# key_sched_ctrl

==> key_sched_ctrl/ff_map.png <==
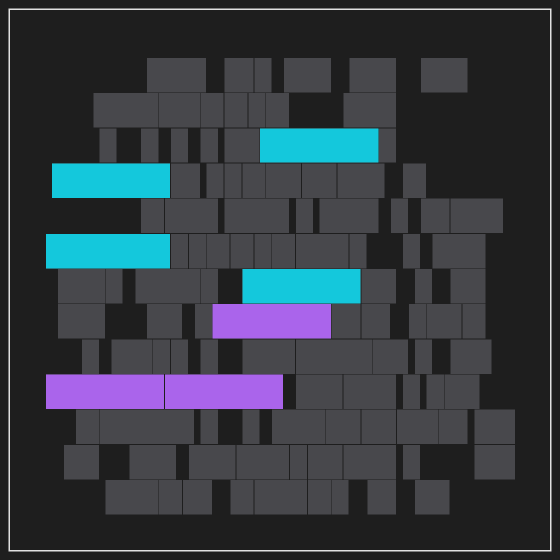

File: config.mk
export PLATFORM = sky130hd
export DESIGN_NAME = key_sched_ctrl
export DESIGN_NICKNAME = d
export VERILOG_FILES = /design/src/rtl/key_sched_pkg.sv /design/src/rtl/key_sched_ctrl.sv
export SDC_FILE = /design/constraint.sdc
export NUM_CORES = 1
export LEC_CHECK = 0
export ABC_AREA = 1
export CAP_MARGIN = 20
export CORE_MARGIN = 2
export CORE_UTILIZATION = 35
export CTS_BUF_LIST = sky130_fd_sc_hd__clkbuf_8
export DETAILED_ROUTE_END_ITERATION = 10
export PLACE_DENSITY = 0.62
export SLEW_MARGIN = 15
export SYNTH_ARGS = -nofsm -noshare
export SYNTH_HDL_FRONTEND = slang
export SYNTH_SLANG_ARGS = --single-unit
File: constraint.sdc
create_clock -name clk -period 1.4 [get_ports clk]
set_input_delay 0.14 -clock clk [delete_from_list [all_inputs] [get_ports clk]]
set_output_delay 0.14 -clock clk [all_outputs]
set_load 0.005 [all_outputs]
File: src/rtl/key_sched_pkg.sv
// Shared definitions for the key-schedule controller and the cipher top level:
// FSM state encoding, default round count/index width, and register command decode.
package key_sched_pkg;

    localparam int KS_NROUNDS_DEF = 10;
    localparam int KS_RC_W_DEF    = 4;

    typedef enum logic [2:0] {
        ST_IDLE  = 3'd0,
        ST_LOAD  = 3'd1,
        ST_KEY   = 3'd2,
        ST_ROT16 = 3'd3,
        ST_ROT5  = 3'd4,
        ST_DONE  = 3'd5
    } ks_state_e;

    // Command bundle for the external 64-bit key register.
    typedef struct packed {
        logic en;
        logic ld;
        logic sh16;
        logic sh5;
        logic sr;
    } ks_reg_cmd_t;

    // Each command bit is tied to exactly one state, so ld/sh16/sh5 are
    // exclusive by construction and never appear without en.
    function automatic ks_reg_cmd_t ks_cmd_for(input ks_state_e st);
        ks_reg_cmd_t cmd;
        cmd = '0;
        case (st)
            ST_LOAD:  begin cmd.en = 1'b1; cmd.ld   = 1'b1; end
            ST_ROT16: begin cmd.en = 1'b1; cmd.sh16 = 1'b1; end
            ST_ROT5:  begin cmd.en = 1'b1; cmd.sh5  = 1'b1; cmd.sr = 1'b1; end
            default:  cmd = '0;
        endcase
        return cmd;
    endfunction

endpackage

File: src/rtl/key_sched_ctrl.sv
// Key-schedule sequencer: loads the key register, then alternates round-key
// hand-off with rot16 / rot5+sr steps for NROUNDS rounds. Moore outputs only.
module key_sched_ctrl
    import key_sched_pkg::*;
#(
    parameter int NROUNDS = KS_NROUNDS_DEF,
    parameter int RC_W    = KS_RC_W_DEF
) (
    input  logic            clk,
    input  logic            rst,
    input  logic            start,
    input  logic            abort,
    input  logic            rk_ready,
    output logic            reg_en,
    output logic            reg_ld,
    output logic            reg_sh16,
    output logic            reg_sh5,
    output logic            reg_sr,
    output logic            rk_valid,
    output logic [RC_W-1:0] round_idx,
    output logic            busy,
    output logic            done
);

    localparam logic [RC_W-1:0] LAST_ROUND = RC_W'(NROUNDS - 1);

    ks_state_e       state_q, state_d;
    logic [RC_W-1:0] cnt_q, cnt_d;
    ks_reg_cmd_t     cmd;

    // NOTE: sequential state uses non-blocking assignments only; all next-state
    // logic lives in always_comb so the flops see a single, race-free update.
    always_ff @(posedge clk or posedge rst) begin
        if (rst) begin
            state_q <= ST_IDLE;
            cnt_q   <= '0;
        end else begin
            state_q <= state_d;
            cnt_q   <= cnt_d;
        end
    end

    // NOTE: defaults are assigned first so no path through the case leaves a
    // variable unassigned, which would otherwise infer a latch.
    always_comb begin
        state_d = state_q;
        if (abort && state_q != ST_IDLE) begin
            state_d = ST_IDLE;
        end else begin
            case (state_q)
                ST_IDLE:  if (start) state_d = ST_LOAD;
                ST_LOAD:  state_d = ST_KEY;
                ST_KEY: begin
                    if (rk_ready) begin
                        state_d = (cnt_q == LAST_ROUND) ? ST_DONE : ST_ROT16;
                    end
                end
                ST_ROT16: state_d = ST_ROT5;
                ST_ROT5:  state_d = ST_KEY;
                ST_DONE:  state_d = ST_IDLE;
                default:  state_d = ST_IDLE;
            endcase
        end
    end

    // Counter advances only on leaving ROT5 and saturates at the last round;
    // abort and run completion both return it to zero for the next start.
    always_comb begin
        cnt_d = cnt_q;
        if (abort && state_q != ST_IDLE) begin
            cnt_d = '0;
        end else begin
            case (state_q)
                ST_IDLE, ST_DONE: cnt_d = '0;
                ST_ROT5: begin
                    if (cnt_q != LAST_ROUND) cnt_d = cnt_q + RC_W'(1);
                end
                default: cnt_d = cnt_q;
            endcase
        end
    end

    always_comb begin
        cmd       = ks_cmd_for(state_q);
        reg_en    = cmd.en;
        reg_ld    = cmd.ld;
        reg_sh16  = cmd.sh16;
        reg_sh5   = cmd.sh5;
        reg_sr    = cmd.sr;
        rk_valid  = (state_q == ST_KEY);
        round_idx = cnt_q;
        busy      = (state_q != ST_IDLE);
        done      = (state_q == ST_DONE);
    end

    always_ff @(posedge clk) begin
        if (!rst) begin
            assert ($countones({reg_ld, reg_sh16, reg_sh5}) <= 1);
            assert (reg_en || !(reg_ld || reg_sh16 || reg_sh5));
            assert (reg_sh5 || !reg_sr);
        end
    end

endmodule

# alu_serial_ctrl

==> src/rtl/alu_serial_ctrl.sv <==
// Bit-serial sequencer for a combinational 1-bit ALU slice: streams latched
// operands LSB first and assembles the slice output into a WIDTH-bit result.
module alu_serial_ctrl #(
  parameter int WIDTH = 8
) (
  input  logic             Clk,
  input  logic             Reset,
  input  logic             Start,
  input  logic [1:0]       Select,
  input  logic             Mode,
  input  logic [WIDTH-1:0] OpA,
  input  logic [WIDTH-1:0] OpB,
  output logic             Busy,
  output logic             Done,
  output logic [WIDTH-1:0] Result,
  output logic [1:0]       AluSelect,
  output logic             AluMode,
  output logic             AluA,
  output logic             AluB,
  input  logic             AluOutput
);

  localparam int CW = $clog2(WIDTH);

  typedef enum logic [1:0] {IDLE, RUN, DONE} state_t;

  state_t           state, state_nxt;
  logic [CW-1:0]    cnt;
  logic [WIDTH-1:0] opa_sr, opb_sr;
  logic [1:0]       sel_q;
  logic             mode_q;
  logic             accept, last;

  // DONE doubles as an accept slot so back-to-back ops lose no cycle
  assign accept = Start && (state == IDLE || state == DONE);
  assign last   = (cnt == CW'(WIDTH - 1));

  always_ff @(posedge Clk) begin
    if (Reset) state <= IDLE;
    else       state <= state_nxt;
  end

  always_comb begin
    state_nxt = state;
    case (state)
      IDLE:    if (Start) state_nxt = RUN;
      RUN:     if (last)  state_nxt = DONE;
      DONE:    state_nxt = Start ? RUN : IDLE;
      default: state_nxt = IDLE;
    endcase
  end

  always_ff @(posedge Clk) begin
    if (Reset) begin
      opa_sr <= '0;
      opb_sr <= '0;
      sel_q  <= 2'b00;
      mode_q <= 1'b0;
      cnt    <= '0;
      Result <= '0;
    end else if (accept) begin
      opa_sr <= OpA;
      opb_sr <= OpB;
      sel_q  <= Select;
      mode_q <= Mode;
      cnt    <= '0;
    end else if (state == RUN) begin
      // slice output enters at the MSB; after WIDTH shifts bit i lines up with operand bit i
      Result <= {AluOutput, Result[WIDTH-1:1]};
      opa_sr <= opa_sr >> 1;
      opb_sr <= opb_sr >> 1;
      cnt    <= last ? '0 : cnt + CW'(1);
    end
  end

  assign Busy      = (state == RUN);
  assign Done      = (state == DONE);
  assign AluSelect = sel_q;
  assign AluMode   = mode_q;
  assign AluA      = Busy & opa_sr[0];
  assign AluB      = Busy & opb_sr[0];

endmodule
==> config.mk <==
export PLATFORM = sky130hd
export DESIGN_NAME = alu_serial_ctrl
export DESIGN_NICKNAME = d
export VERILOG_FILES = /design/src/rtl/alu_serial_ctrl.sv
export SDC_FILE = /design/constraint.sdc
export NUM_CORES = 1
export LEC_CHECK = 0
export CAP_MARGIN = 20
export CORE_MARGIN = 10
export CORE_UTILIZATION = 50
export CTS_CLUSTER_DIAMETER = 60
export CTS_CLUSTER_SIZE = 24
export DETAILED_ROUTE_END_ITERATION = 12
export DONT_BUFFER_PORTS = 1
export SETUP_SLACK_MARGIN = 0.05
export SLEW_MARGIN = 25
export SYNTH_ARGS = -nofsm -noshare
export SYNTH_HDL_FRONTEND = slang
export SYNTH_SLANG_ARGS = --single-unit
==> constraint.sdc <==
create_clock -name Clk -period 3.4 [get_ports Clk]
set_clock_uncertainty 0.2 [all_clocks]
set_input_delay 0.68 -clock Clk [delete_from_list [all_inputs] [get_ports Clk]]
set_output_delay 0.68 -clock Clk [all_outputs]
set_load 0.01 [all_outputs]
# dm_write_buffer

### src/rtl/dm_write_buffer.sv
`default_nettype none
// ============================================================================
//  Module   : dm_write_buffer
//  Purpose  : Posted-write buffer between the core MEM-stage data port (DM_*)
//             and a slower handshaked data memory. Stores are queued in a
//             FIFO and drained in the background. Loads are forwarded from the
//             buffer on an address hit (youngest entry wins), or fetched from
//             memory on a miss. dm_stall holds the core while a request
//             cannot complete this cycle.
//  Ports    : clk, rst (sync, active high)
//             DM_enable/DM_read/DM_write/DM_address/DM_in -> core request
//             DM_out (registered load data), dm_stall (combinational)
//             mem_req/mem_we/mem_addr/mem_wdata (registered) -> memory
//             mem_ack/mem_rdata <- memory completion
//  Config   : DM_WBUF_COALESCE_EN - a store that matches a buffered entry
//             which is not in flight overwrites that entry in place.
//  Revision : 1.0 - initial release
// ============================================================================
module dm_write_buffer #(
    parameter int DEPTH  = 4,
    parameter int ADDR_W = 12,
    parameter int DATA_W = 32
) (
    input  logic              clk,
    input  logic              rst,
    input  logic              DM_enable,
    input  logic              DM_read,
    input  logic              DM_write,
    input  logic [ADDR_W-1:0] DM_address,
    input  logic [DATA_W-1:0] DM_in,
    output logic [DATA_W-1:0] DM_out,
    output logic              dm_stall,
    output logic              mem_req,
    output logic              mem_we,
    output logic [ADDR_W-1:0] mem_addr,
    output logic [DATA_W-1:0] mem_wdata,
    input  logic              mem_ack,
    input  logic [DATA_W-1:0] mem_rdata
);

    localparam int c_PTR_W = $clog2(DEPTH);
    localparam int c_CNT_W = c_PTR_W + 1;
    localparam logic [c_CNT_W-1:0] c_FULL = c_CNT_W'(DEPTH);

    localparam logic [1:0] c_ST_IDLE    = 2'd0;
    localparam logic [1:0] c_ST_WR_BUSY = 2'd1;
    localparam logic [1:0] c_ST_RD_BUSY = 2'd2;

    // ------------------------------------------------------------------
    // State
    // ------------------------------------------------------------------
    logic [1:0]         state_q,     state_d;
    logic [c_PTR_W-1:0] head_q,      head_d;
    logic [c_PTR_W-1:0] tail_q,      tail_d;
    logic [c_CNT_W-1:0] count_q,     count_d;
    logic [ADDR_W-1:0]  addr_q [DEPTH];
    logic [ADDR_W-1:0]  addr_d [DEPTH];
    logic [DATA_W-1:0]  data_q [DEPTH];
    logic [DATA_W-1:0]  data_d [DEPTH];
    logic [ADDR_W-1:0]  rd_addr_q,   rd_addr_d;
    logic               rd_done_q,   rd_done_d;
    logic [DATA_W-1:0]  dm_out_q,    dm_out_d;
    logic               mem_req_q,   mem_req_d;
    logic               mem_we_q,    mem_we_d;
    logic [ADDR_W-1:0]  mem_addr_q,  mem_addr_d;
    logic [DATA_W-1:0]  mem_wdata_q, mem_wdata_d;

    // ------------------------------------------------------------------
    // Request decode and buffer lookup
    // ------------------------------------------------------------------
    logic               w_wr;
    logic               w_rd;
    logic               w_ack;
    logic               w_wr_done;
    logic               w_rd_done;
    logic               w_miss;
    logic               w_space;
    logic               w_wr_acc;
    logic               w_push;
    logic               w_hit;
    logic [c_PTR_W-1:0] w_hit_idx;
    logic [c_PTR_W-1:0] w_idx;
`ifdef DM_WBUF_COALESCE_EN
    logic               w_co_hit;
    logic [c_PTR_W-1:0] w_co_idx;
`endif

    assign w_wr      = DM_enable & DM_write;
    assign w_rd      = DM_enable & DM_read & ~DM_write;
    // An ack only means something while a transaction is actually on the bus.
    assign w_ack     = mem_ack & mem_req_q;
    assign w_wr_done = (state_q == c_ST_WR_BUSY) & w_ack;
    assign w_rd_done = (state_q == c_ST_RD_BUSY) & w_ack;
    // rd_done_q marks the re-presented load that is answered from DM_out.
    assign w_miss    = w_rd & ~w_hit & ~rd_done_q;
    // A full buffer still accepts when the head retires in the same cycle.
    assign w_space   = (count_q < c_FULL) | w_wr_done;

    // Walk from oldest to youngest so the last match is the youngest one.
    always_comb begin
        w_hit     = 1'b0;
        w_hit_idx = '0;
        w_idx     = '0;
`ifdef DM_WBUF_COALESCE_EN
        w_co_hit  = 1'b0;
        w_co_idx  = '0;
`endif
        for (int k = 0; k < DEPTH; k++) begin
            w_idx = head_q + c_PTR_W'(k);
            if ((c_CNT_W'(k) < count_q) && (addr_q[w_idx] == DM_address)) begin
                w_hit     = 1'b1;
                w_hit_idx = w_idx;
`ifdef DM_WBUF_COALESCE_EN
                // The head is frozen once its write has been launched.
                if (!((k == 0) && (state_q == c_ST_WR_BUSY))) begin
                    w_co_hit = 1'b1;
                    w_co_idx = w_idx;
                end
`endif
            end
        end
    end

`ifdef DM_WBUF_COALESCE_EN
    assign w_wr_acc = w_wr & (w_co_hit | w_space);
    assign w_push   = w_wr_acc & ~w_co_hit;
`else
    assign w_wr_acc = w_wr & w_space;
    assign w_push   = w_wr_acc;
`endif

    // ------------------------------------------------------------------
    // FIFO storage and pointers
    // ------------------------------------------------------------------
    always_comb begin
        addr_d  = addr_q;
        data_d  = data_q;
        head_d  = head_q;
        tail_d  = tail_q;
        if (w_push) begin
            addr_d[tail_q] = DM_address;
            data_d[tail_q] = DM_in;
            tail_d         = tail_q + 1'b1;
        end
`ifdef DM_WBUF_COALESCE_EN
        if (w_wr_acc && w_co_hit) begin
            data_d[w_co_idx] = DM_in;
        end
`endif
        if (w_wr_done) begin
            head_d = head_q + 1'b1;
        end
        count_d = count_q + c_CNT_W'(w_push) - c_CNT_W'(w_wr_done);
    end

    // ------------------------------------------------------------------
    // FSM: state register
    // ------------------------------------------------------------------
    always_ff @(posedge clk) begin
        if (rst) begin
            state_q     <= c_ST_IDLE;
            head_q      <= '0;
            tail_q      <= '0;
            count_q     <= '0;
            rd_addr_q   <= '0;
            rd_done_q   <= 1'b0;
            dm_out_q    <= '0;
            mem_req_q   <= 1'b0;
            mem_we_q    <= 1'b0;
            mem_addr_q  <= '0;
            mem_wdata_q <= '0;
        end else begin
            state_q     <= state_d;
            head_q      <= head_d;
            tail_q      <= tail_d;
            count_q     <= count_d;
            rd_addr_q   <= rd_addr_d;
            rd_done_q   <= rd_done_d;
            dm_out_q    <= dm_out_d;
            mem_req_q   <= mem_req_d;
            mem_we_q    <= mem_we_d;
            mem_addr_q  <= mem_addr_d;
            mem_wdata_q <= mem_wdata_d;
        end
    end

    // Entry storage needs no reset: validity comes from count_q.
    always_ff @(posedge clk) begin
        addr_q <= addr_d;
        data_q <= data_d;
    end

    // ------------------------------------------------------------------
    // FSM: next state
    // ------------------------------------------------------------------
    always_comb begin
        state_d   = state_q;
        rd_addr_d = rd_addr_q;
        case (state_q)
            c_ST_IDLE: begin
                if (w_miss) begin
                    state_d   = c_ST_RD_BUSY;
                    rd_addr_d = DM_address;
                end else if (count_q != '0) begin
                    state_d = c_ST_WR_BUSY;
                end
            end
            c_ST_WR_BUSY: if (w_wr_done) state_d = c_ST_IDLE;
            c_ST_RD_BUSY: if (w_rd_done) state_d = c_ST_IDLE;
            default:      state_d = c_ST_IDLE;
        endcase
    end

    // ------------------------------------------------------------------
    // FSM: outputs
    // ------------------------------------------------------------------
    always_comb begin
        mem_req_d   = mem_req_q;
        mem_we_d    = mem_we_q;
        mem_addr_d  = mem_addr_q;
        mem_wdata_d = mem_wdata_q;
        dm_out_d    = dm_out_q;
        rd_done_d   = w_rd_done;
        dm_stall    = ~rst & ((w_wr & ~w_wr_acc) | w_miss);

        // Bus is launched on the first BUSY cycle and held until the ack.
        case (state_q)
            c_ST_WR_BUSY: begin
                if (w_ack) begin
                    mem_req_d = 1'b0;
                end else if (!mem_req_q) begin
                    mem_req_d   = 1'b1;
                    mem_we_d    = 1'b1;
                    mem_addr_d  = addr_q[head_q];
                    mem_wdata_d = data_q[head_q];
                end
            end
            c_ST_RD_BUSY: begin
                if (w_ack) begin
                    mem_req_d = 1'b0;
                end else if (!mem_req_q) begin
                    mem_req_d  = 1'b1;
                    mem_we_d   = 1'b0;
                    mem_addr_d = rd_addr_q;
                end
            end
            default: mem_req_d = 1'b0;
        endcase

        if (w_rd_done) begin
            dm_out_d = mem_rdata;
        end else if (w_rd && w_hit && !rd_done_q) begin
            dm_out_d = data_q[w_hit_idx];
        end
    end

    assign DM_out    = dm_out_q;
    assign mem_req   = mem_req_q;
    assign mem_we    = mem_we_q;
    assign mem_addr  = mem_addr_q;
    assign mem_wdata = mem_wdata_q;

endmodule
`default_nettype wire

### config.mk
export PLATFORM = sky130hd
export DESIGN_NAME = dm_write_buffer
export DESIGN_NICKNAME = d
export VERILOG_FILES = /design/src/rtl/dm_write_buffer.sv
export SDC_FILE = /design/constraint.sdc
export NUM_CORES = 1
export LEC_CHECK = 0
export CORE_MARGIN = 1
export CORE_UTILIZATION = 40
export CTS_BUF_LIST = sky130_fd_sc_hd__clkbuf_4 sky130_fd_sc_hd__clkbuf_8 sky130_fd_sc_hd__clkbuf_16
export DETAILED_ROUTE_END_ITERATION = 10
export SYNTH_ARGS = -nofsm -noshare
export SYNTH_HDL_FRONTEND = slang
export SYNTH_SLANG_ARGS = --single-unit
### constraint.sdc
create_clock -name clk -period 9 [get_ports clk]
set_clock_uncertainty 0.05 [all_clocks]
set_input_delay 1.35 -clock clk [delete_from_list [all_inputs] [get_ports clk]]
set_output_delay 1.35 -clock clk [all_outputs]
set_load 0.1 [all_outputs]
==> key_sched_ctrl/util_map.png <==
8 x 8 tiles, from black (low) to pale yellow (high), 0 to 100% covered.
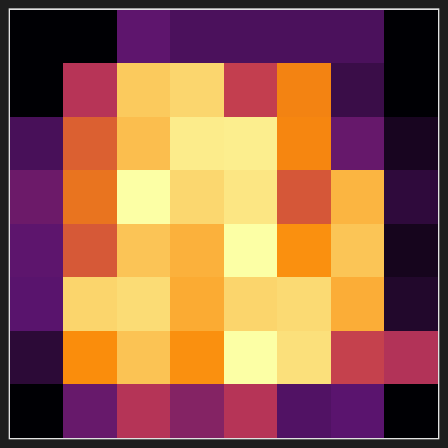
mean over tiles: 52%
densest ninth of the die: centre
emptiest ninth of the die: upper right
tiles over 75% full: 39%
fullest tile: 100%
nearly empty tiles: 11%
Core Area: 1320 um^2
Final Util: 70.2%
FP Util: 37.9%

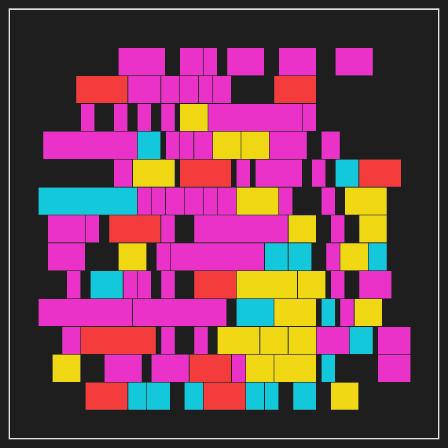
(key_sched_ctrl/sizing.png)
legend:
  cyan:
    size: x2
    cells: 17
    share: 15%
    most_used: nor2_2
  red:
    size: x6 and larger
    cells: 10
    share: 9.1%
    most_used: buf_6
  magenta:
    size: x1 and smaller
    cells: 62
    share: 56%
    most_used: nand2_1
  yellow:
    size: x3 and x4
    cells: 21
    share: 19%
    most_used: buf_4
Final WS setup: 0.0511 ns
Design Area, Final: 925 um^2
Area Overhead vs Synth: 85.2%
bufs w/o clock: 36

About key_sched_ctrl/ff_map.png:
legend:
  purple:
    name_in_the_netlist: state_q
    flops: 3
  cyan:
    name_in_the_netlist: round_idx
    flops: 4
Seq group: 0.275 mW
flop share of the area: 19.1%
Seq. cell area: 176 um^2

==> flow_summary.json, key_sched_ctrl <==
{
  "ys_seq_share_pct": 35.1,
  "crit_cells": 4,
  "drc_errors": 0,
  "die_h_um": 41.8,
  "cp-startpoint": "state_q[0]",
  "clock_latency_ns": 0.22,
  "power_frac_comb_pct": 65.2,
  "firstDrtPassIters": 4,
  "crit_slowest_cell": "dfrtp_1",
  "clock_power_share_pct": 17.3,
  "status": "completed",
  "placed_area_um2": 753,
  "ctsHoldBuffers": 0,
  "power_density_nw_per_um2": 1700,
  "synthFlopType": "dfrtp_1",
  "layout.area.comb_um2": 347,
  "leakagePower_nw": 0.491,
  "flops": 7,
  "critPathMaxStageDelay_ns": 0.40
}
key_sched_ctrl: cells in the final DEF, fill, tap and decap left out, drive strengths merged:
cell,n
xnor2,1
nor3,2
inv,9
nand2,26
dlygate4sd2,4
o21ai,2
buf,22
dfrtp,7
nand4,1
a21oi,1
clkdlybuf4s50,8
ha,2
nor2,12
nand3,8
clkbuf,5
key_sched_ctrl: metal layers:
metal	part of all wire, %	routed length [um]	GRT usage [%]	vias to the layer above
met3	3.7	54	3.91	7
met4	2.4	35	7.74	0
met1	44	641	24.8	259
met5	0	0	0	-
met2	50	726	29.4	18
li1	-	-	-	303
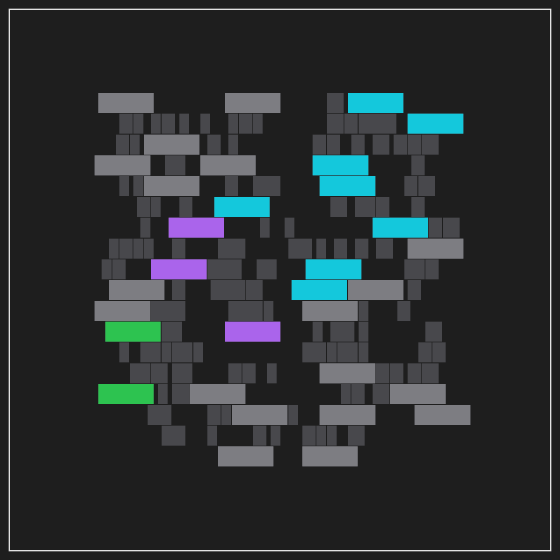
(alu_serial_ctrl/ff_map.png)
legend:
  cyan:
    name_in_the_netlist: opb_sr
    flops: 8
  green:
    name_in_the_netlist: state
    flops: 2
  purple:
    name_in_the_netlist: cnt
    flops: 3
flop share of the area: 48.9%
Seq. cell area: 641 um^2

==> flow_summary.json, alu_serial_ctrl <==
{
  "floorplanUtilization_pct": 52.2,
  "met2_length_mm": 1.29,
  "status": "completed",
  "crit_chain": "nand2b_1 -> inv_2 -> and2_1",
  "crit_type": "reg2out",
  "pg_comb_mw": 0.0759,
  "clockBufferDepth": 2,
  "power_density_nw_per_um2": 541,
  "hold-path-endpoint": "AluMode",
  "clock_latency_ns": 0.32,
  "r2r_cells": 4,
  "fin_setup_tns_ns": 0,
  "tap_cells": 30,
  "r2r-start": "cnt[0]",
  "dr_wl_met3_um": 232,
  "avgSynthCellArea_um2": 8.72,
  "die_w_um": 70.6,
  "io_pins": 38,
  "maxPowerGroup": "registers",
  "clock_cell_area_share_pct": 4.49,
  "mostFrequentLayoutCell": "dfxtp_1"
}
-- alu_serial_ctrl: metrics by stage --
step,cell area (um^2),cells,hold slack (ns),setup WS (ns)
global placement,1250,167,0.248,1.45
CTS,1310,175,0.206,1.07
global route,1310,175,0.182,0.929
floorplan,1280,147,0.243,1.56
detailed placement,1250,167,0.256,1.43
finish,1310,175,0.216,1.10
-- alu_serial_ctrl: cells by family (layout without fill, tap and decap cells) --
kind of cell	Yosys count	count (layout)	synth area share (%)
simple gates	68	68	25.1
mux	2	2	1.56
compound gates	30	30	14.5
buf+inv	13	11	6.93
flops	32	32	50.0
fa+ha+maj	2	2	1.95
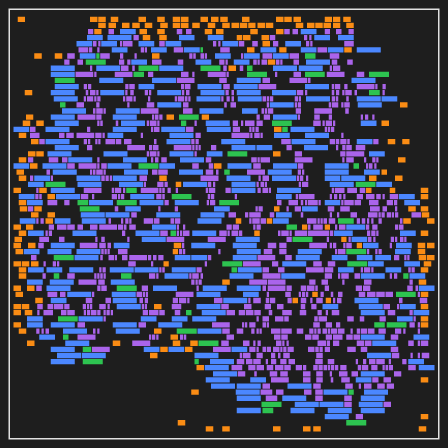
(dm_write_buffer/class_map.png)
legend:
  orange:
    class: remaining buffers and delay cells
    cells: 177
    share_of_their_area: 10%
  blue:
    class: registers
    cells: 276
    share_of_their_area: 44%
  green:
    class: clock drivers and dummy loads
    cells: 58
    share_of_their_area: 6.3%
  purple:
    class: remaining logic cells
    cells: 874
    share_of_their_area: 39%
Final Util: 49.3%
Design Area, Final: 17100 um^2
flop share of the area: 42.6%

==> flow_summary.json, dm_write_buffer <==
{
  "status": "completed",
  "cts_buffers": 31,
  "syn_to_final_growth_pct": 20.4,
  "power.total_mw": 3.42,
  "power_density_nw_per_um2": 200,
  "nNonClkBuffers": 177,
  "crit_family": "buffers and inverters",
  "yosys_area_um2": 14200,
  "viasPerCell": 5.66,
  "ys_ff": 276,
  "avgSynthCellArea_um2": 11.3,
  "ctsHoldBuffers": 0,
  "use_met3_pct": 4.07,
  "clock_buffers": 53,
  "cp_max_fo": 62,
  "mostFrequentLayoutCell": "nand2_1",
  "hold_ws_ns": 0.403,
  "synthSimpleGateAreaFrac_pct": 10.1,
  "ys_types": 61,
  "gr-max-usage-layer": "met2",
  "yosys.area_share.aoi_pct": 14.8,
  "flops": 276,
  "required_ns": 7.60,
  "use_met2_pct": 37.8,
  "synthTopCellsByCount": "189 x nand2_1, 176 x edfxtp_1, 100 x dfxtp_1",
  "rsz0062_at_grt": "no",
  "antenna_found_initial": 4,
  "dr_wl_met3_mm": 2.48,
  "buf_share_pct": 10.1,
  "cp-startpoint": "head_q[0]",
  "placed_area_um2": 16100,
  "clock-sinks": 276,
  "firstDrtPassIters": 7,
  "cts_resized": 0,
  "regArea_um2": 7290,
  "grt_pass1_vias": 10300,
  "largest_class": "registers",
  "critPathBufInv": 2,
  "dieArea_um2": 36300,
  "cts_max_level": 1,
  "grt.overflow.total": 0,
  "top_cell_area_share_pct": 37.2,
  "finalHoldViolations": 0,
  "setup_ws_ns": 2.46,
  "ys_seq_share_pct": 51.3,
  "async_flop_share_pct": 0,
  "cts_tree": "yes",
  "warnings": 32,
  "logic_gate_count": 821,
  "clkSlewWorstSetupHoldPaths_ns": 0.06,
  "xor_area_share_pct": 3.45,
  "lay_top_cells": "189 x nand2_1, 176 x edfxtp_1, 159 x clkdlybuf4s50_1",
  "hold-path-endpoint": "mem_wdata[2]",
  "ant_nets": 0,
  "top_cell": "nand2_1",
  "crit_arrival_ns": 5.14,
  "crit_type": "reg2out",
  "r2r_cells": 11,
  "yosysWarnings": 0,
  "grt_usage_pct": 22.4,
  "n_all_inverters": 53,
  "peakVddDrop_mv": 0.237
}
==> dm_write_buffer: power breakdown <==
group,internal (mW),switching (mW)
sequential,1.42,0.0478
clock,0.754,0.506
combinational,0.196,0.501
total,2.37,1.06
==> dm_write_buffer: registers in the layout, summed over array words and instances (netlist names), 2 cells and up <==
register and count:
count_q 3, data_q 128, DM_out 32, tail_q 2, mem_wdata 32, addr_q 48
head_q 2, rd_addr_q 12, mem_addr 12, state_q 2

# controlador_memoria_datos

$ cat src/rtl/controlador_memoria_datos.sv
// -----------------------------------------------------------------------------
// controlador_memoria_datos
//
// Purpose:
//   Data-memory controller for a pipelined core. It does two independent jobs:
//     1. Pipeline access path (purely combinational): forwards address and
//        store data to the memory, derives byte enables, flags illegal
//        (misaligned or reserved-size) accesses and sign/zero-extends loads.
//     2. Debug dump engine: on a start request it sweeps every word of the
//        memory once and streams each word out with a valid/ready handshake.
//        Each word takes at least two cycles (SETUP then SEND).
//
// Ports:
//   i_clock, i_reset            clock (posedge), async active-high reset
//   i_mem_read, i_mem_write     pipeline load / store request
//   i_mem_size                  00 byte, 01 half, 10 word, 11 reserved
//   i_mem_unsigned              zero-extend loads when 1
//   i_addr, i_wr_data           pipeline byte address / store data (lane 0)
//   o_load_data                 extended load result
//   o_misaligned                illegal access flag
//   o_mem_write_enable          memory write enable
//   o_mem_byte_enb              memory byte enables
//   o_mem_direcc, o_mem_data    memory address / write data
//   i_mem_data                  memory read data
//   o_mem_direcc_debug          memory debug address (word counter * 4)
//   i_mem_data_debug            memory debug read data
//   i_debug_start               dump start request (honoured only when idle)
//   o_debug_data, o_debug_valid dumped word and its valid flag
//   i_debug_ready               consumer accepts the current word
//   o_debug_busy                dump in progress
//   o_debug_done                one-cycle pulse when the sweep completes
// -----------------------------------------------------------------------------
module controlador_memoria_datos #(
  parameter int NB_DATA   = 32,
  parameter int NUM_SLOTS = 128,
  parameter int NUM_DIREC = $clog2(NUM_SLOTS),
  parameter int NUM_WORDS = NUM_SLOTS / 4
) (
  input  logic                 i_clock,
  input  logic                 i_reset,
  input  logic                 i_mem_read,
  input  logic                 i_mem_write,
  input  logic [1:0]           i_mem_size,
  input  logic                 i_mem_unsigned,
  input  logic [NUM_DIREC-1:0] i_addr,
  input  logic [NB_DATA-1:0]   i_wr_data,
  output logic [NB_DATA-1:0]   o_load_data,
  output logic                 o_misaligned,
  output logic                 o_mem_write_enable,
  output logic [3:0]           o_mem_byte_enb,
  output logic [NUM_DIREC-1:0] o_mem_direcc,
  output logic [NB_DATA-1:0]   o_mem_data,
  input  logic [NB_DATA-1:0]   i_mem_data,
  output logic [NUM_DIREC-1:0] o_mem_direcc_debug,
  input  logic [NB_DATA-1:0]   i_mem_data_debug,
  input  logic                 i_debug_start,
  output logic [NB_DATA-1:0]   o_debug_data,
  output logic                 o_debug_valid,
  input  logic                 i_debug_ready,
  output logic                 o_debug_busy,
  output logic                 o_debug_done
);

  localparam int NB_CNT = $clog2(NUM_WORDS);
  localparam logic [NB_CNT-1:0] LAST_WORD = NB_CNT'(NUM_WORDS - 1);

  typedef enum logic [1:0] {IDLE, SETUP, SEND, DONE} state_t;

  state_t            state;
  logic [NB_CNT-1:0] word_cnt;

  logic              access;
  logic              size_ok;
  logic [3:0]        size_enb;
  logic              load_ok;

  // Sign bit of the narrow lane is replicated unless the load is unsigned.
  function automatic logic [NB_DATA-1:0] ext_byte(input logic [7:0] lane,
                                                  input logic       uns);
    logic signed [7:0] s_lane;
    s_lane = $signed(lane);
    return {{(NB_DATA-8){s_lane[7] & ~uns}}, lane};
  endfunction

  function automatic logic [NB_DATA-1:0] ext_half(input logic [15:0] lane,
                                                  input logic        uns);
    logic signed [15:0] s_lane;
    s_lane = $signed(lane);
    return {{(NB_DATA-16){s_lane[15] & ~uns}}, lane};
  endfunction

  // Pipeline access path: fully combinational, independent of the dump FSM.
  assign o_mem_direcc = i_addr;
  assign o_mem_data   = i_wr_data;
  assign access       = i_mem_read | i_mem_write;

  always_comb begin
    size_ok  = 1'b0;
    size_enb = 4'b0000;
    case (i_mem_size)
      2'b00: begin size_ok = 1'b1;                size_enb = 4'b0001; end
      2'b01: begin size_ok = ~i_addr[0];          size_enb = 4'b0011; end
      2'b10: begin size_ok = (i_addr[1:0] == 2'b00); size_enb = 4'b1111; end
      default: begin size_ok = 1'b0;              size_enb = 4'b0000; end
    endcase
  end

  assign o_misaligned       = access & ~size_ok;
  assign o_mem_byte_enb     = (access & size_ok) ? size_enb : 4'b0000;
  assign o_mem_write_enable = i_mem_write & size_ok;
  // A simultaneous read and write is treated as a store, so no load result.
  assign load_ok            = i_mem_read & ~i_mem_write & size_ok;

  always_comb begin
    o_load_data = '0;
    if (load_ok) begin
      case (i_mem_size)
        2'b00:   o_load_data = ext_byte(i_mem_data[7:0], i_mem_unsigned);
        2'b01:   o_load_data = ext_half(i_mem_data[15:0], i_mem_unsigned);
        default: o_load_data = i_mem_data;
      endcase
    end
  end

  // Debug dump: the address tracks the word counter in every state.
  assign o_mem_direcc_debug = NUM_DIREC'({word_cnt, 2'b00});

  always_ff @(posedge i_clock or posedge i_reset) begin
    if (i_reset) begin
      state         <= IDLE;
      word_cnt      <= '0;
      o_debug_data  <= '0;
      o_debug_valid <= 1'b0;
      o_debug_done  <= 1'b0;
      o_debug_busy  <= 1'b0;
    end else begin
      case (state)
        IDLE: begin
          o_debug_done <= 1'b0;
          if (i_debug_start) begin
            state        <= SETUP;
            word_cnt     <= '0;
            o_debug_busy <= 1'b1;
          end
        end
        // One cycle for the memory to present the addressed word.
        SETUP: begin
          o_debug_data  <= i_mem_data_debug;
          o_debug_valid <= 1'b1;
          state         <= SEND;
        end
        SEND: begin
          if (i_debug_ready) begin
            o_debug_valid <= 1'b0;
            if (word_cnt == LAST_WORD) begin
              state        <= DONE;
              o_debug_done <= 1'b1;
            end else begin
              state    <= SETUP;
              word_cnt <= word_cnt + 1'b1;
            end
          end
        end
        // Counter is left on the last word so the sweep never wraps.
        DONE: begin
          o_debug_done <= 1'b0;
          o_debug_busy <= 1'b0;
          state        <= IDLE;
        end
        default: begin
          state         <= IDLE;
          o_debug_valid <= 1'b0;
          o_debug_done  <= 1'b0;
          o_debug_busy  <= 1'b0;
        end
      endcase
    end
  end

endmodule

$ cat config.mk
export PLATFORM = sky130hd
export DESIGN_NAME = controlador_memoria_datos
export DESIGN_NICKNAME = d
export VERILOG_FILES = /design/src/rtl/controlador_memoria_datos.sv
export SDC_FILE = /design/constraint.sdc
export NUM_CORES = 1
export LEC_CHECK = 0
export ABC_AREA = 1
export ABC_CLOCK_PERIOD_IN_PS = 4200
export CAP_MARGIN = 40
export CORE_AREA = 2 2 91 93
export DETAILED_ROUTE_END_ITERATION = 8
export DIE_AREA = 0 0 93 95
export GPL_TIMING_DRIVEN = 0
export HOLD_SLACK_MARGIN = 0.08
export PLACE_DENSITY_LB_ADDON = 0.08
export SYNTH_ARGS = -nofsm -noshare
export SYNTH_HDL_FRONTEND = slang
export SYNTH_SLANG_ARGS = --single-unit
$ cat constraint.sdc
create_clock -name i_clock -period 4.2 [get_ports i_clock]
set_input_delay 0.63 -clock i_clock [delete_from_list [all_inputs] [get_ports i_clock]]
set_output_delay 0.63 -clock i_clock [all_outputs]
set_load 0.01 [all_outputs]
# qam64_byte_to_symbol

--- config.mk ---
export PLATFORM = sky130hd
export DESIGN_NAME = qam64_byte_to_symbol
export DESIGN_NICKNAME = d
export VERILOG_FILES = /design/src/rtl/qam64_byte_to_symbol.sv
export SDC_FILE = /design/constraint.sdc
export NUM_CORES = 1
export LEC_CHECK = 0
export CAP_MARGIN = 10
export CORE_ASPECT_RATIO = 0.8
export CORE_MARGIN = 2
export CORE_UTILIZATION = 35
export DETAILED_ROUTE_END_ITERATION = 8
export GPL_TIMING_DRIVEN = 0
export HOLD_SLACK_MARGIN = 0.03
export SYNTH_ARGS = -nofsm -noshare
export SYNTH_HDL_FRONTEND = slang
export SYNTH_SLANG_ARGS = --single-unit
--- constraint.sdc ---
create_clock -name read_clk -period 4.4 [get_ports read_clk]
set_input_delay 0.66 -clock read_clk [delete_from_list [all_inputs] [get_ports read_clk]]
set_output_delay 0.66 -clock read_clk [all_outputs]
set_load 0.005 [all_outputs]
--- src/rtl/qam64_byte_to_symbol.sv ---
// rtl/qam64_byte_to_symbol.sv - FIFO read-side byte to 6-bit QAM-64 symbol repacker
//
// Purpose:
//   Drives the CDC FIFO read enable, captures the registered FIFO byte one
//   cycle later and repacks the MSB-first byte stream into 6-bit symbols
//   handed to the mapper over a valid/ready handshake (3 bytes -> 4 symbols).
//
// Ports:
//   read_clk    : sole clock, rising edge
//   read_rst    : asynchronous active-high reset
//   empty       : FIFO empty flag (read_clk domain)
//   fifo_data   : FIFO registered read data, valid the cycle after read_enable
//   read_enable : FIFO read request
//   sym_ready   : mapper accepts a symbol
//   sym_valid   : sym_out holds a valid symbol
//   sym_out     : symbol, bit 5 is the earliest stream bit
//   sym_count   : transferred symbol count, wraps modulo 2^SYM_CNT_W

module qam64_byte_to_symbol #(
    parameter int SYM_CNT_W = 16
) (
    input  logic                 read_clk,
    input  logic                 read_rst,
    input  logic                 empty,
    input  logic [7:0]           fifo_data,
    output logic                 read_enable,
    input  logic                 sym_ready,
    output logic                 sym_valid,
    output logic [5:0]           sym_out,
    output logic [SYM_CNT_W-1:0] sym_count
);

    logic [13:0]          bitbuf_q, bitbuf_d;
    logic [3:0]           bitcnt_q, bitcnt_d;
    logic                 pending_q, pending_d;
    logic [SYM_CNT_W-1:0] sym_count_q, sym_count_d;

    logic       capture;
    logic       transfer;
    logic [3:0] shift_amt;

    always_comb begin
        read_enable = !read_rst && !empty && !pending_q && (bitcnt_q < 4'd6);
        sym_valid   = (bitcnt_q >= 4'd6);
        capture     = pending_q;
        transfer    = sym_valid && sym_ready;

        // Oldest valid bit sits at bitbuf[bitcnt-1]; align the top 6 valid bits to [5:0].
        shift_amt = sym_valid ? (bitcnt_q - 4'd6) : 4'd0;
        sym_out   = sym_valid ? 6'(bitbuf_q >> shift_amt) : 6'd0;

        pending_d = read_enable;

        // A capture only happens with bitcnt < 6, so bitbuf[5:0] holds every valid bit.
        bitbuf_d = capture ? {bitbuf_q[5:0], fifo_data} : bitbuf_q;

        // Capture and transfer are mutually exclusive, but both terms are kept
        // so the count stays arithmetically consistent (max 5 + 8 = 13).
        bitcnt_d = bitcnt_q + (capture ? 4'd8 : 4'd0) - (transfer ? 4'd6 : 4'd0);

        sym_count_d = transfer ? (sym_count_q + {{(SYM_CNT_W-1){1'b0}}, 1'b1}) : sym_count_q;

        sym_count = sym_count_q;
    end

    // A byte in flight at reset is dropped along with pending_q.
    always_ff @(posedge read_clk or posedge read_rst) begin
        if (read_rst) begin
            bitbuf_q    <= '0;
            bitcnt_q    <= '0;
            pending_q   <= 1'b0;
            sym_count_q <= '0;
        end else begin
            bitbuf_q    <= bitbuf_d;
            bitcnt_q    <= bitcnt_d;
            pending_q   <= pending_d;
            sym_count_q <= sym_count_d;
        end
    end

endmodule
# parity_tx

## src/rtl/parity_pkg.sv

```systemverilog
// Shared definitions for the serial parity link: FSM encoding and parity-mode constants.
package parity_pkg;

    typedef enum logic [1:0] {
        IDLE   = 2'd0,
        SHIFT  = 2'd1,
        PARITY = 2'd2
    } state_t;

    localparam bit PAR_EVEN = 1'b0;
    localparam bit PAR_ODD  = 1'b1;

endpackage

```

## src/rtl/parity_tx.sv

```systemverilog
// Serial parity transmitter: shifts a WIDTH-bit word out LSB-first, then appends
// one parity bit so the whole frame carries the configured parity.
module parity_tx
    import parity_pkg::*;
#(
    parameter int unsigned WIDTH = 8,
    parameter bit          ODD   = PAR_ODD
) (
    input  logic             clk,
    input  logic             reset,
    input  logic [WIDTH-1:0] data_in,
    input  logic             load,
    output logic             ready,
    output logic             out,
    output logic             out_valid,
    output logic             frame_end
);

    localparam int unsigned     CW   = $clog2(WIDTH);
    localparam logic [CW-1:0]   LAST = CW'(WIDTH - 1);

    state_t           state, state_nx;
    logic [CW-1:0]    cnt, cnt_nx;
    logic [WIDTH-1:0] sh, sh_nx;
    logic             acc, acc_nx;
    logic             out_nx, vld_nx, fe_nx;
    logic             accept;

    // acc holds the XOR of every data bit already driven onto out
    function automatic logic parity_bit(input logic xor_of_data);
        return (ODD == PAR_EVEN) ? xor_of_data : ~xor_of_data;
    endfunction

    assign ready  = reset && (state == IDLE || state == PARITY);
    assign accept = load && ready;

    always_ff @(posedge clk or negedge reset) begin
        if (!reset) begin
            state     <= IDLE;
            cnt       <= '0;
            sh        <= '0;
            acc       <= 1'b0;
            out       <= 1'b0;
            out_valid <= 1'b0;
            frame_end <= 1'b0;
        end else begin
            state     <= state_nx;
            cnt       <= cnt_nx;
            sh        <= sh_nx;
            acc       <= acc_nx;
            out       <= out_nx;
            out_valid <= vld_nx;
            frame_end <= fe_nx;
        end
    end

    always_comb begin
        state_nx = state;
        cnt_nx   = cnt;
        sh_nx    = sh;
        acc_nx   = acc;
        out_nx   = out;
        vld_nx   = out_valid;
        fe_nx    = frame_end;

        case (state)
            SHIFT: begin
                if (cnt == LAST) begin
                    out_nx   = parity_bit(acc);
                    fe_nx    = 1'b1;
                    state_nx = PARITY;
                end else begin
                    out_nx = sh[0];
                    acc_nx = acc ^ sh[0];
                    sh_nx  = {1'b0, sh[WIDTH-1:1]};
                    cnt_nx = cnt + 1'b1;
                end
            end
            default: begin
                // IDLE and PARITY both accept; from PARITY this gives gapless frames
                if (accept) begin
                    state_nx = SHIFT;
                    out_nx   = data_in[0];
                    vld_nx   = 1'b1;
                    fe_nx    = 1'b0;
                    acc_nx   = data_in[0];
                    sh_nx    = {1'b0, data_in[WIDTH-1:1]};
                    cnt_nx   = '0;
                end else begin
                    state_nx = IDLE;
                    out_nx   = 1'b0;
                    vld_nx   = 1'b0;
                    fe_nx    = 1'b0;
                end
            end
        endcase
    end

endmodule

```

## config.mk

```make
export PLATFORM = sky130hd
export DESIGN_NAME = parity_tx
export DESIGN_NICKNAME = d
export VERILOG_FILES = /design/src/rtl/parity_pkg.sv /design/src/rtl/parity_tx.sv
export SDC_FILE = /design/constraint.sdc
export NUM_CORES = 1
export LEC_CHECK = 0
export CORE_UTILIZATION = 41
export DETAILED_ROUTE_END_ITERATION = 8
export PLACE_DENSITY = 0.69
export SETUP_SLACK_MARGIN = 0.02
export SLEW_MARGIN = 20
export SYNTH_ARGS = -nofsm -noshare
export SYNTH_HDL_FRONTEND = slang
export SYNTH_SLANG_ARGS = --single-unit
```

## constraint.sdc

```tcl
create_clock -name clk -period 1.5 [get_ports clk]
set_input_delay 0.3 -clock clk [delete_from_list [all_inputs] [get_ports clk]]
set_output_delay 0.3 -clock clk [all_outputs]
set_load 0.03 [all_outputs]
```

==> controlador_memoria_datos/class_map.png <==
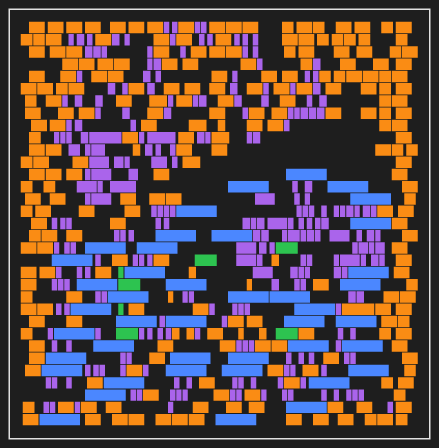
legend:
  blue:
    class: registers
    cells: 42
    share_of_their_area: 23%
  purple:
    class: remaining logic cells
    cells: 252
    share_of_their_area: 25%
  green:
    class: clock drivers and dummy loads
    cells: 7
    share_of_their_area: 1.6%
  orange:
    class: remaining buffers and delay cells
    cells: 248
    share_of_their_area: 50%
Core Area: 7930 um^2
Final Util: 60.1%
Design Area, Final: 4770 um^2
flop share of the area: 22.1%
row count: 33

==> flow_summary.json, controlador_memoria_datos <==
{
  "status": "completed",
  "syn_inst": 349,
  "grt_max_degree": 30,
  "setup_ws_ns": 0.768,
  "finalHoldViolations": 0,
  "xor_area_share_pct": 0,
  "grt.overflow.total": 0,
  "buf_share_pct": 49.1,
  "synthTopCellsByCount": "126 x nand2_1, 42 x buf_4, 42 x dfrtp_1",
  "grt_usage_pct": 16.6,
  "largest_reg_flops": 32,
  "ys_ff": 42,
  "routed_wl_mm": 8.01,
  "crit_chain": "clkdlybuf4s50_1 -> inv_1 -> ha_1 -> nor2_2 -> inv_1 -> nand3_4 -> buf_6 -> o21ai_0 -> nor2_1 -> clkdlybuf4s50_1",
  "dieArea_um2": 8840
}
==> controlador_memoria_datos: cells by family (layout without fill, tap and decap cells) <==
kind of cell	Yosys count	after routing
flip-flops	42	42
adder cells (fa/ha/maj)	11	11
other	1	2
AND/OR/NAND/NOR	171	171
AND-OR/OR-AND	39	39
buffers and inverters	85	284
==> controlador_memoria_datos: layer usage <==
layer,up-vias,share of wire (%)
li1,1422,-
met1,1187,40
met2,101,51
met3,9,8.4
met4,0,1.3
met5,-,0
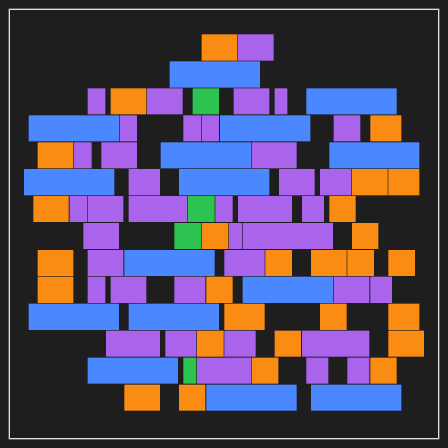
(parity_tx/class_map.png)
legend:
  green:
    class: clock drivers and dummy loads
    cells: 4
    share_of_their_area: 2.7%
  blue:
    class: registers
    cells: 15
    share_of_their_area: 38%
  purple:
    class: remaining logic cells
    cells: 38
    share_of_their_area: 36%
  orange:
    class: remaining buffers and delay cells
    cells: 27
    share_of_their_area: 24%
flop share of the area: 37.2%
Core Area: 1540 um^2
row count: 14
Design Area, Final: 1010 um^2
Final Util: 65.5%

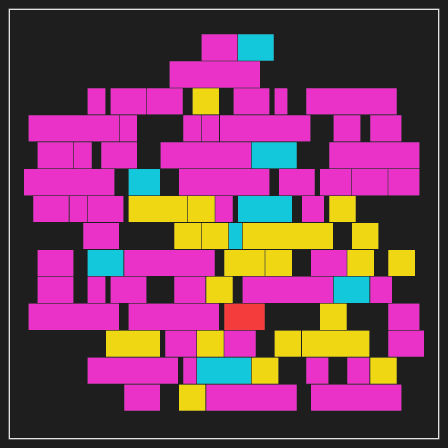
(parity_tx/sizing.png)
legend:
  cyan:
    size: x2
    cells: 8
    share: 9.5%
    most_used: nor3_2
  red:
    size: x6 and larger
    cells: 1
    share: 1.2%
    most_used: buf_6
  magenta:
    size: x1 and smaller
    cells: 54
    share: 64%
    most_used: dfrtp_1
  yellow:
    size: x3 and x4
    cells: 21
    share: 25%
    most_used: buf_4
bufs w/o clock: 27
Area Overhead vs Synth: 44.9%
Final WS setup: -0.0461 ns

==> flow_summary.json, parity_tx <==
{
  "status": "finished with violations",
  "violations": "negative setup slack",
  "routed_wl_mm": 1.40,
  "buf_share_pct": 23.3,
  "floorplanUtilization_pct": 45.2,
  "crit_arrival_ns": 1.75,
  "routedWlPerCell_um": 14.0,
  "setup_ws_ns": -0.0461,
  "start_kind": "flip-flop",
  "critPathMaxStageDelay_ns": 0.39,
  "top_cell": "dfrtp_1",
  "grt_pass1_vias": 514,
  "met1_usage_pct": 21.2,
  "top_cell_area_share_pct": 53.9,
  "synthSimpleGateAreaFrac_pct": 12.0,
  "num-nets-final": 98,
  "setup_viol_count_final": 9,
  "synthTopCellsByCount": "15 x dfrtp_1, 7 x mux2i_1, 6 x a21oi_1, 6 x nor3_1, 4 x a22o_1",
  "topCellsByArea": "dfrtp_1 54%, mux2i_1 10%, a22o_1 5.0%",
  "crit_slowest_cell": "dfrtp_1",
  "fin_setup_tns_ns": -0.231,
  "avgSynthCellArea_um2": 12.4,
  "ys_sh_adder_pct": 3.59,
  "ys_cells": 56,
  "slew_headroom_pct": 78.2,
  "crit_family": "flip-flops",
  "crit_type": "reg2reg",
  "use_met3_pct": 2.98,
  "drtIter0Drc": 9
}
## parity_tx: repair_timing
action                                 CTS  global route
pin swaps                                1             6
setup endpoints to repair               13            11
gates resized                            3            11
endpoints found under the hold margin    0             0
buffers inserted                         0             3
cloned                                   0             1
## parity_tx: report_power, final
part           total [mW]  switching, mW  internal [mW]
Combinational        1.18          0.564          0.615
Sequential          0.735          0.136          0.599
Clock               0.222          0.119          0.103
## parity_tx: flip-flops by register name (all words and copies together), names as in the netlist
register / flops
sh: 7
cnt: 3
out: 1
state: 2
acc: 1
out_valid: 1
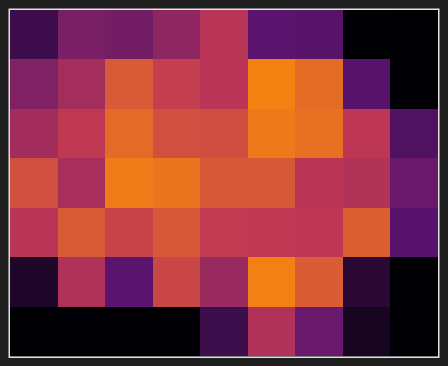
(qam64_byte_to_symbol/util_map.png)
9 x 7 tiles, from black (low) to pale yellow (high), 0 to 100% covered.
mean over tiles: 39%
nearly empty tiles: 14%
densest ninth of the die: centre
emptiest ninth of the die: lower left
fullest tile: 72%
FP Util: 36.9%
Final Util: 47.4%
Core Area: 5090 um^2

==> flow_summary.json, qam64_byte_to_symbol <==
{
  "top_logic_kind": "multiplexers",
  "reg2reg_to": "bitcnt_q[3]",
  "cts_buffers": 5,
  "top_layer": "met4",
  "cts_tree": "yes",
  "r2r-start": "bitcnt_q[2]",
  "max_freq_ghz": 0.303,
  "wl_met1_mm": 2.12,
  "clockBufferDepth": 2,
  "ys_seq_share_pct": 45.2,
  "mux_area_share_pct": 16.4,
  "cts_post_setup_buffers_inserted": 0,
  "synthSimpleGateAreaFrac_pct": 15.2,
  "status": "completed",
  "dp_hpwl_mm": 2.97,
  "rows": 23,
  "lay_top_cells": "35 x clkdlybuf4s50_1, 34 x dfrtp_1, 24 x nand2_1",
  "xor_area_share_pct": 8.38,
  "clock_latency_ns": 0.28,
  "placed_area_um2": 2340,
  "pre_cts_ws_ns": 1.40,
  "sequentialPowerShare_pct": 31.6,
  "grt_pass1_vias": 1374,
  "drive_gt1_share_pct": 16.5,
  "rrSetupSlack_ns": 2.20,
  "viasPerCell": 5.15,
  "drc_errors": 0,
  "yosysWarnings": 0,
  "num-nets-final": 235,
  "pg_comb_mw": 0.990,
  "place.gp.congestion": 0.764,
  "worstSetupEndpoint": "sym_out[2]",
  "use_met2_pct": 19.3,
  "cp-startpoint": "bitcnt_q[2]",
  "mostFrequentLayoutCell": "clkdlybuf4s50_1",
  "timing.final.crit_period_ns": 3.30,
  "hold_ws_ns": 0.473,
  "r2r_cells": 7,
  "yosys_area_um2": 1880,
  "clock_power_share_pct": 12.3,
  "cts_resized": 0,
  "num_vias": 1443,
  "ys_sh_adder_pct": 3.72,
  "start_kind": "flip-flop",
  "met1_usage_pct": 23.6,
  "ys_types": 38
}
==> qam64_byte_to_symbol: state kept, by name, summed over array words and instances, names as in the netlist <==
signal,cells
bitbuf_q,14
capture,1
sym_count,16
bitcnt_q,3
==> qam64_byte_to_symbol: area by class of cell <==
class / count / area share [%]
plain buffers: 8 / 1.40
multi-input cells: 126 / 40.2
inverters: 7 / 1.09
clock inverters: 2 / 0.414
flip-flops and latches: 34 / 35.2
clock buffers: 5 / 2.85
repair buffers: 36 / 15.6
well taps: 62 / 3.21

## Gallery

Routing congestion map.
(a)
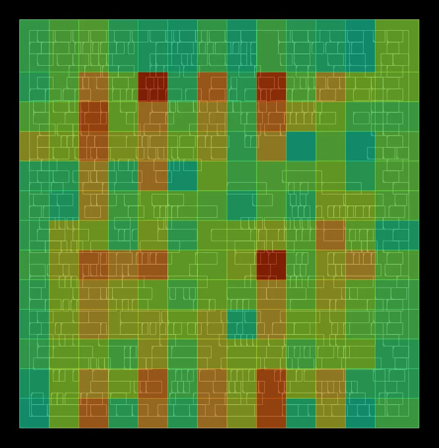
(b)
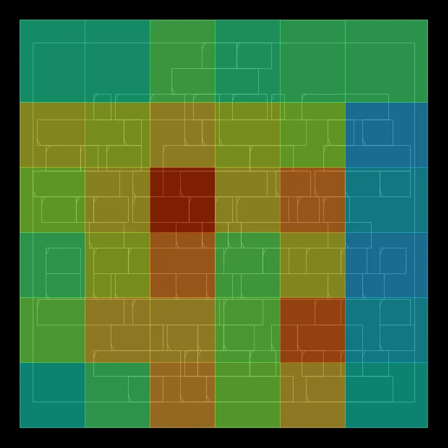
(c)
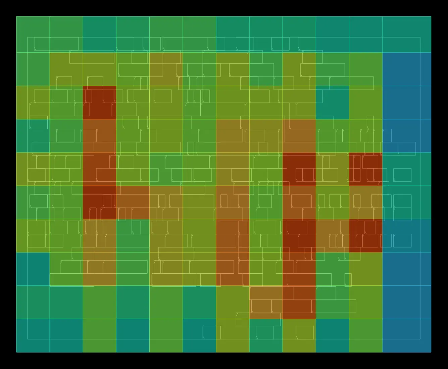
The one with the lowest utilization is (c).
parity_tx: (b)
qam64_byte_to_symbol: (c)
controlador_memoria_datos: (a)



==> gallery <==
Routing congestion map.
panel A
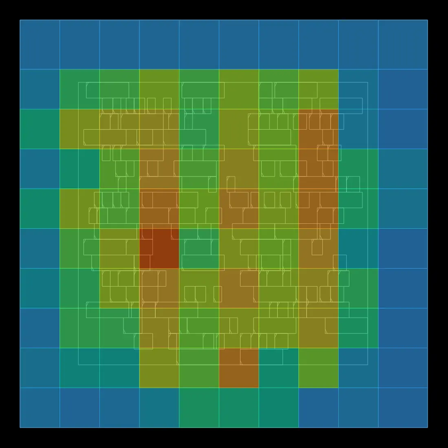
panel B
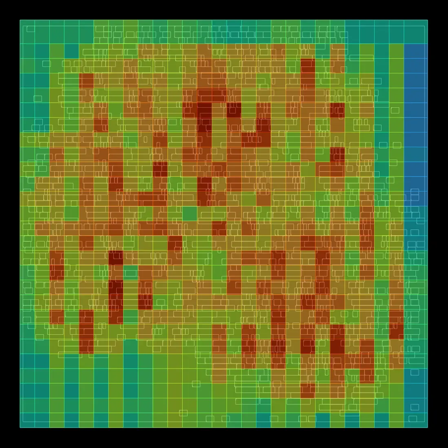
panel C
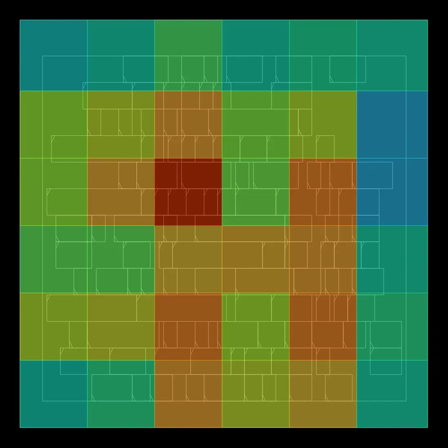
- lowest track usage: panel A
- least wire per cell: panel C
dm_write_buffer is panel B.
key_sched_ctrl is panel C.
alu_serial_ctrl is panel A.

Power figures rest on the tool's default switching activity, not on a simulated workload.
